==================== intr_controller
--- config.mk ---
export PLATFORM = sky130hd
export DESIGN_NAME = intr_controller
export DESIGN_NICKNAME = d
export VERILOG_FILES = /design/src/rtl/intr_pkg.sv /design/src/rtl/intr_prio_enc.sv /design/src/rtl/intr_controller.sv
export SDC_FILE = /design/constraint.sdc
export NUM_CORES = 1
export LEC_CHECK = 0
export CAP_MARGIN = 40
export CORE_UTILIZATION = 46
export CTS_CLUSTER_SIZE = 40
export DETAILED_ROUTE_END_ITERATION = 10
export GPL_TIMING_DRIVEN = 0
export PLACE_DENSITY = 0.84
export SLEW_MARGIN = 20
export SYNTH_ARGS = -nofsm -noshare
export SYNTH_HDL_FRONTEND = slang
export SYNTH_HIERARCHICAL = 1
export SYNTH_SLANG_ARGS = --single-unit
--- constraint.sdc ---
create_clock -name sys_clk -period 3.2 [get_ports sys_clk]
set_clock_uncertainty 0.05 [all_clocks]
set_input_delay 0.64 -clock sys_clk [delete_from_list [all_inputs] [get_ports sys_clk]]
set_output_delay 0.64 -clock sys_clk [all_outputs]
set_load 0.05 [all_outputs]
--- src/rtl/intr_pkg.sv ---
// intr_pkg: shared constants for the priority interrupt controller.
// Holds the register map, the VECTOR field layout and the FSM state type.
package intr_pkg;

  localparam logic [1:0] ADDR_MASK = 2'd0;
  localparam logic [1:0] ADDR_PEND = 2'd1;
  localparam logic [1:0] ADDR_VEC  = 2'd2;
  localparam logic [1:0] ADDR_EOI  = 2'd3;

  localparam int IS_BIT = 31;
  localparam int ID_MSB = 4;

  typedef enum logic [1:0] {
    IDLE    = 2'd0,
    REQ     = 2'd1,
    SERVICE = 2'd2
  } state_e;

endpackage

--- src/rtl/intr_prio_enc.sv ---
// intr_prio_enc: combinational priority encoder, lowest index wins.
// Ports: req_i (request vector), valid_o (any set), id_o (winning index).
module intr_prio_enc #(
  parameter int N_SRC = 8
) (
  input  logic [N_SRC-1:0] req_i,
  output logic             valid_o,
  output logic [4:0]       id_o
);

  // Scan from the top down so the lowest set index is written last.
  always_comb begin
    valid_o = |req_i;
    id_o    = '0;
    for (int i = N_SRC - 1; i >= 0; i--) begin
      if (req_i[i]) id_o = 5'(i);
    end
  end

endmodule

--- src/rtl/intr_controller.sv ---
// intr_controller: edge-detecting priority interrupt controller with CPU handshake.
// Ports: sys_clk/reset, irq_src, intr_req/intr_ack, io_* register file port.
module intr_controller
  import intr_pkg::*;
#(
  parameter int N_SRC = 8
) (
  input  logic             sys_clk,
  input  logic             reset,
  input  logic [N_SRC-1:0] irq_src,
  output logic             intr_req,
  input  logic             intr_ack,
  input  logic             io_cs,
  input  logic             io_rd,
  input  logic             io_wr,
  input  logic [1:0]       io_addr,
  input  logic [31:0]      io_din,
  output logic [31:0]      io_dout
);

  logic [N_SRC-1:0] irq_q;
  logic [N_SRC-1:0] mask_q, mask_d;
  logic [N_SRC-1:0] pend_q, pend_d;
  logic [4:0]       active_id_q, active_id_d;
  logic             in_service_q, in_service_d;
  logic             intr_req_q, intr_req_d;
  state_e           state_q, state_d;

  logic             wr_en;
  logic [N_SRC-1:0] rise;
  logic [N_SRC-1:0] w1c;
  logic [N_SRC-1:0] ack_clr;
  logic             win_valid;
  logic [4:0]       win_id;
  logic [31:0]      vec;

  assign wr_en = io_cs & io_wr;
  assign rise  = irq_src & ~irq_q;
  assign w1c   = (wr_en && io_addr == ADDR_PEND)
               ? N_SRC'(io_din) : '0;
  assign ack_clr = (state_q == REQ && intr_ack)
                 ? (N_SRC'(1) << active_id_q) : '0;

  intr_prio_enc #(.N_SRC(N_SRC)) u_enc (
    .req_i   (pend_q & mask_q),
    .valid_o (win_valid),
    .id_o    (win_id)
  );

  // A new edge is OR-ed in last so it beats any clear in the same cycle.
  assign pend_d = (pend_q & ~w1c & ~ack_clr) | rise;
  assign mask_d = (wr_en && io_addr == ADDR_MASK)
                ? N_SRC'(io_din) : mask_q;

  always_comb begin
    state_d      = state_q;
    active_id_d  = active_id_q;
    in_service_d = in_service_q;
    intr_req_d   = intr_req_q;
    unique case (state_q)
      IDLE: begin
        if (win_valid) begin
          active_id_d = win_id;
          intr_req_d  = 1'b1;
          state_d     = REQ;
        end
      end
      REQ: begin
        if (intr_ack) begin
          intr_req_d   = 1'b0;
          in_service_d = 1'b1;
          state_d      = SERVICE;
        end
      end
      SERVICE: begin
        if (wr_en && io_addr == ADDR_EOI) begin
          in_service_d = 1'b0;
          state_d      = IDLE;
        end
      end
      default: state_d = IDLE;
    endcase
  end

  always_ff @(posedge sys_clk) begin
    if (reset) begin
      irq_q        <= '0;
      mask_q       <= '0;
      pend_q       <= '0;
      active_id_q  <= '0;
      in_service_q <= 1'b0;
      intr_req_q   <= 1'b0;
      state_q      <= IDLE;
    end else begin
      irq_q        <= irq_src;
      mask_q       <= mask_d;
      pend_q       <= pend_d;
      active_id_q  <= active_id_d;
      in_service_q <= in_service_d;
      intr_req_q   <= intr_req_d;
      state_q      <= state_d;
    end
  end

  assign intr_req = intr_req_q;

  always_comb begin
    vec             = '0;
    vec[IS_BIT]     = in_service_q;
    vec[ID_MSB:0]   = active_id_q;
    io_dout         = '0;
    if (io_cs && io_rd) begin
      unique case (io_addr)
        ADDR_MASK: io_dout = 32'(mask_q);
        ADDR_PEND: io_dout = 32'(pend_q);
        ADDR_VEC:  io_dout = vec;
        default:   io_dout = '0;
      endcase
    end
  end

endmodule

==================== piso_serializer
--- src/rtl/piso_pkg.sv ---
// piso_pkg: shared types and helpers for the parallel-in serial-out serializer.
// Holds the FSM state encoding and the bit-counter width helper.
package piso_pkg;

    // PARITY stays in the enum even when parity is compiled out,
    // so the state encoding is identical across builds.
    typedef enum logic [1:0] {
        IDLE   = 2'd0,
        SHIFT  = 2'd1,
        PARITY = 2'd2
    } piso_state_t;

    function automatic int cnt_w(input int width);
        return $clog2(width);
    endfunction

endpackage

--- src/rtl/piso_serializer.sv ---
// piso_serializer: accepts a WIDTH-bit word over a valid/ready handshake and
// shifts it out MSB-first, one bit per clock, qualified by serial_valid.
// Ports:
//   clk, reset (async, active-high)
//   load_data/load_valid/load_ready : word input handshake
//   serial_out/serial_valid         : serial bit stream
//   frame_start/frame_done          : first / last bit markers
// Optional: define PISO_PARITY_EN to append one even-parity bit per frame.
module piso_serializer
    import piso_pkg::*;
#(
    parameter int WIDTH = 4
) (
    input  logic             clk,
    input  logic             reset,
    input  logic [WIDTH-1:0] load_data,
    input  logic             load_valid,
    output logic             load_ready,
    output logic             serial_out,
    output logic             serial_valid,
    output logic             frame_start,
    output logic             frame_done
);

    localparam int CW = cnt_w(WIDTH);
    localparam logic [CW-1:0] CNT_TOP = CW'(WIDTH - 1);

    piso_state_t      state;
    piso_state_t      state_d;
    logic [WIDTH-1:0] shreg;
    logic [CW-1:0]    cnt;
    logic             accept;
`ifdef PISO_PARITY_EN
    logic             par;
`endif

    always_comb begin
        state_d      = state;
        load_ready   = 1'b0;
        serial_out   = 1'b0;
        serial_valid = 1'b0;
        frame_start  = 1'b0;
        frame_done   = 1'b0;
        unique case (state)
            IDLE: begin
                load_ready = 1'b1;
            end
            SHIFT: begin
                serial_out   = shreg[WIDTH-1];
                serial_valid = 1'b1;
                frame_start  = (cnt == CNT_TOP);
`ifdef PISO_PARITY_EN
                if (cnt == '0) state_d = PARITY;
`else
                frame_done = (cnt == '0);
                load_ready = (cnt == '0);
                if (cnt == '0) state_d = IDLE;
`endif
            end
`ifdef PISO_PARITY_EN
            PARITY: begin
                serial_out   = par;
                serial_valid = 1'b1;
                frame_done   = 1'b1;
                load_ready   = 1'b1;
                state_d      = IDLE;
            end
`endif
            default: state_d = IDLE;
        endcase
        // Nothing may be accepted while reset is held.
        if (reset) load_ready = 1'b0;
        accept = load_valid && load_ready;
        // A handshake in IDLE or in the final frame cycle starts a frame.
        if (accept) state_d = SHIFT;
    end

    always_ff @(posedge clk or posedge reset) begin
        if (reset) begin
            state <= IDLE;
        end else begin
            state <= state_d;
        end
    end

    always_ff @(posedge clk or posedge reset) begin
        if (reset) begin
            shreg <= '0;
            cnt   <= '0;
`ifdef PISO_PARITY_EN
            par   <= 1'b0;
`endif
        end else if (accept) begin
            shreg <= load_data;
            cnt   <= CNT_TOP;
`ifdef PISO_PARITY_EN
            par   <= ^load_data;
`endif
        end else if (state == SHIFT) begin
            shreg <= {shreg[WIDTH-2:0], 1'b0};
            // Hold at zero so the counter never wraps on frame exit.
            if (cnt != '0) cnt <= cnt - CW'(1);
        end
    end

endmodule
--- config.mk ---
export PLATFORM = sky130hd
export DESIGN_NAME = piso_serializer
export DESIGN_NICKNAME = d
export VERILOG_FILES = /design/src/rtl/piso_pkg.sv /design/src/rtl/piso_serializer.sv
export SDC_FILE = /design/constraint.sdc
export NUM_CORES = 1
export LEC_CHECK = 0
export CORE_AREA = 2 2 39 41
export CTS_BUF_LIST = sky130_fd_sc_hd__clkbuf_16
export CTS_CLUSTER_SIZE = 14
export DETAILED_ROUTE_END_ITERATION = 10
export DIE_AREA = 0 0 41 43
export HOLD_SLACK_MARGIN = 0.02
export SLEW_MARGIN = 30
export SYNTH_ARGS = -nofsm -noshare
export SYNTH_HDL_FRONTEND = slang
export SYNTH_SLANG_ARGS = --single-unit
export TNS_END_PERCENT = 50
--- constraint.sdc ---
create_clock -name clk -period 2.6 [get_ports clk]
set_input_delay 0.52 -clock clk [delete_from_list [all_inputs] [get_ports clk]]
set_output_delay 0.52 -clock clk [all_outputs]
set_load 0.01 [all_outputs]
piso_serializer, track usage over the die:
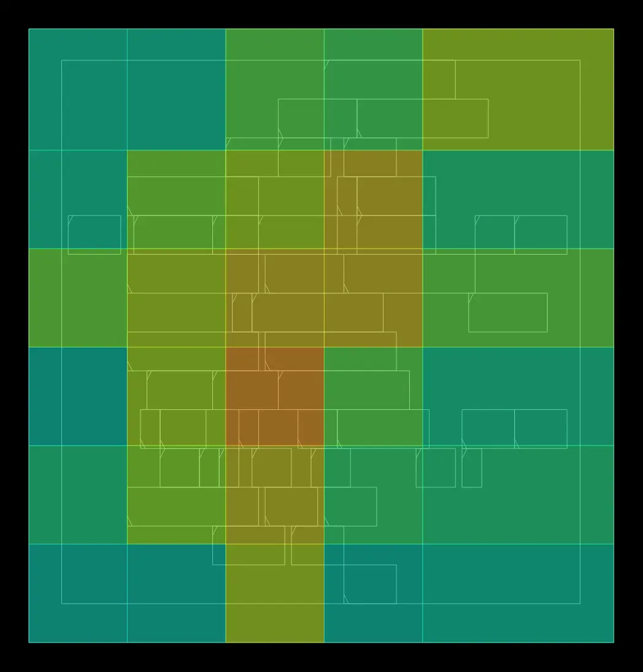
Final Util: 45.6%
GRT met1 Usage: 13.0%
grt met3 use: 6.28%

==> results.sh, piso_serializer <==
# physical design summary
export IMPL_first_global_vias=298
export IMPL_finalHoldViolations=0
export IMPL_aoi_share_pct=1.76
export IMPL_post_drt_wl_per_cell_um=11.2
export IMPL_p_comb_w=0.000335
export IMPL_arrival_ns=1.71
export IMPL_seqCellArea_sq_um=175
export IMPL_via_count=276
export IMPL_syn2layout_area_growth_pct=48.2
export IMPL_warnings=27
export IMPL_ys_cells=32
export IMPL_num_rows=14
export IMPL_powerClk_w=0.000255
export IMPL_cts_htree_levels=1
export IMPL_fin_hold_ws_ns=0.521
export IMPL_finalSetupViolations=0
export IMPL_synthArstFlopShare_pct=100
export IMPL_whs_endpoint="cnt[1]$_DFFE_PP0P_"
export IMPL_ff2ff_path_depth=5
export IMPL_post_route_min_period_ns=2.23
export IMPL_timing_final_crit_share_pct=85.8
export IMPL_grt_max_degree=10
export IMPL_seq_cells=7
export IMPL_critPathCapture="load_ready"
export IMPL_rrSetupSlack_ns=1.21
export IMPL_ys_flops=7
export IMPL_dominant_cells="multi-input combinational cells"
export IMPL_seqPwrFrac_pct=26.2
export IMPL_grt_busiest_layer="met2"
export IMPL_status="finished, final reports clean"
export IMPL_numCtsBuffers=3
export IMPL_synth_main_ff_cell="dfrtp_1"
export IMPL_power_group_top="combinational logic"
export IMPL_met3_length_um=52
==> piso_serializer: critical path, stage by stage, from the launching register on <==
cell and delay (ns):
dfrtp_1 0.37, inv_1 0.09, ha_1 0.17, nand2b_4 0.17
and2_2 0.15, clkdlybuf4s50_1 0.52
==> piso_serializer: cell usage in the layout (no fill, tap or decap) <==
master            n
and2_2            4
and2b_2           1
buf_4             1
clkbuf_16         3
clkdlybuf4s50_1  11
dfrtp_1           7
ha_1              2
inv_1             3
inv_2             1
mux2_4            7
nand2_1           3
nand2b_4          1
nand3_4           1
o211ai_1          1
xnor2_1           1
intr_controller, gate-type map:
Drawn at 8 px/um.
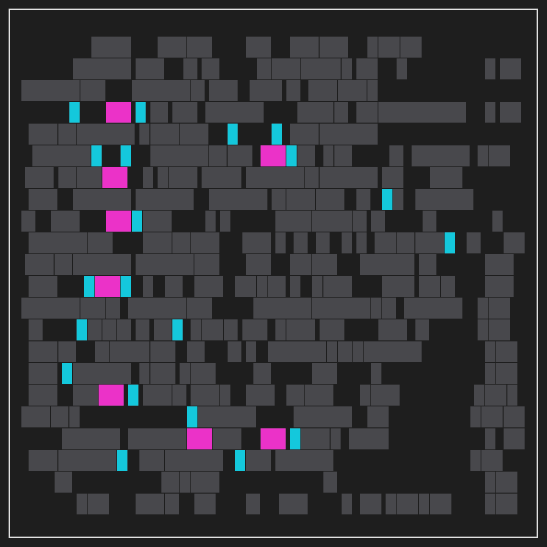
AND-OR and OR-AND gates -> magenta  # cells 8, most used a211o_1
inverters -> cyan  # cells 20, most used inv_1
Layout Cells excl Fill: 325
most common cell after layout, fill and taps aside: dfxtp_1
Comb area share: 40.4%

intr_controller, signal wires on met2:
Drawn at 4 px/um. Cells faint in the background.
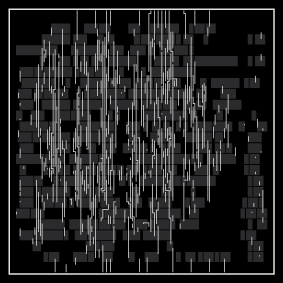
main direction = vertical
longest straight run = 38.2 um
nets with wire on the layer = 243
wire length on this layer = 1780 um
share of all routed wire = 48%

==> results.sh, intr_controller <==
# physical design summary
export IMPL_status="finished, final reports clean"
export IMPL_end_kind="primary output"
export IMPL_required_ns=2.51
export IMPL_cts_sinks=33
export IMPL_die_height_um=65.8
export IMPL_p_leak_nw=1.06
export IMPL_numCtsBuffers=5
export IMPL_reg2reg_from="pend_q[6]$_SDFF_PP0_"
export IMPL_ff2ff_path_depth=6
export IMPL_worst_slack_ns=0.270
export IMPL_initCoreUtil_pct=49.7
export IMPL_hold_path_startpoint="irq_q[2]$_SDFF_PP0_"
export IMPL_top_layer_used="met4"
export IMPL_grt_pass1_wl_um=5940
export IMPL_top_regs="irq_q (8), mask_q (8), pend_q (8)"
export IMPL_dominant_cells="multi-input combinational cells"
export IMPL_ys_seq_share_pct=35.2
export IMPL_syn_area_sq_um=1870
export IMPL_die_w_um=65.8
export IMPL_whs_endpoint="pend_q[2]$_SDFF_PP0_"
export IMPL_seq_area_share_pct=27.3
export IMPL_n_all_buffers=67
export IMPL_pre_cts_ws_ns=-0.207
export IMPL_hp_class="flip-flop to flip-flop"
export IMPL_cts_htree_levels=2
export IMPL_start_kind="input pin"
export IMPL_overflow=0
export IMPL_finalSetupViolations=0
export IMPL_whs_path_depth=2
export IMPL_report_final_slew_viol_count=0
export IMPL_power_density_nw_per_um2=433
export IMPL_met3_length_um=198
## intr_controller: power breakdown
group | leakage (nW) | total [W] | internal [W] | switching [W]
registers | 0.271 | 0.000447 | 0.000433 | 0.0000143
logic | 0.733 | 0.000216 | 0.0000910 | 0.000125
clock network | 0.0540 | 0.000384 | 0.000226 | 0.000158
total | 1.06 | 0.00105 | 0.000750 | 0.000297
## intr_controller: critical path, stage by stage
cell and delay (ns):
clkdlybuf4s50_1 0.48, buf_2 0.23, nor2b_2 0.33, a2bb2oi_1 0.11
nor2_1 0.14, clkbuf_2 0.30


==> screenshots <==
Metal 3.
picture 1
Drawn at 6 px/um.
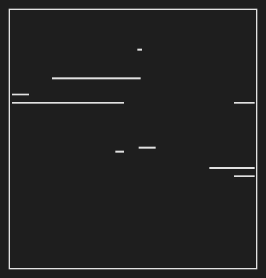
picture 2
Drawn at 4 px/um.
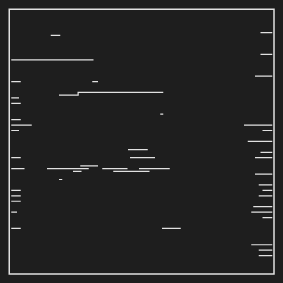
For piso_serializer, see picture 1.
For intr_controller, see picture 2.
The one with the largest die is picture 2.

Power and IR drop assume default switching activity.
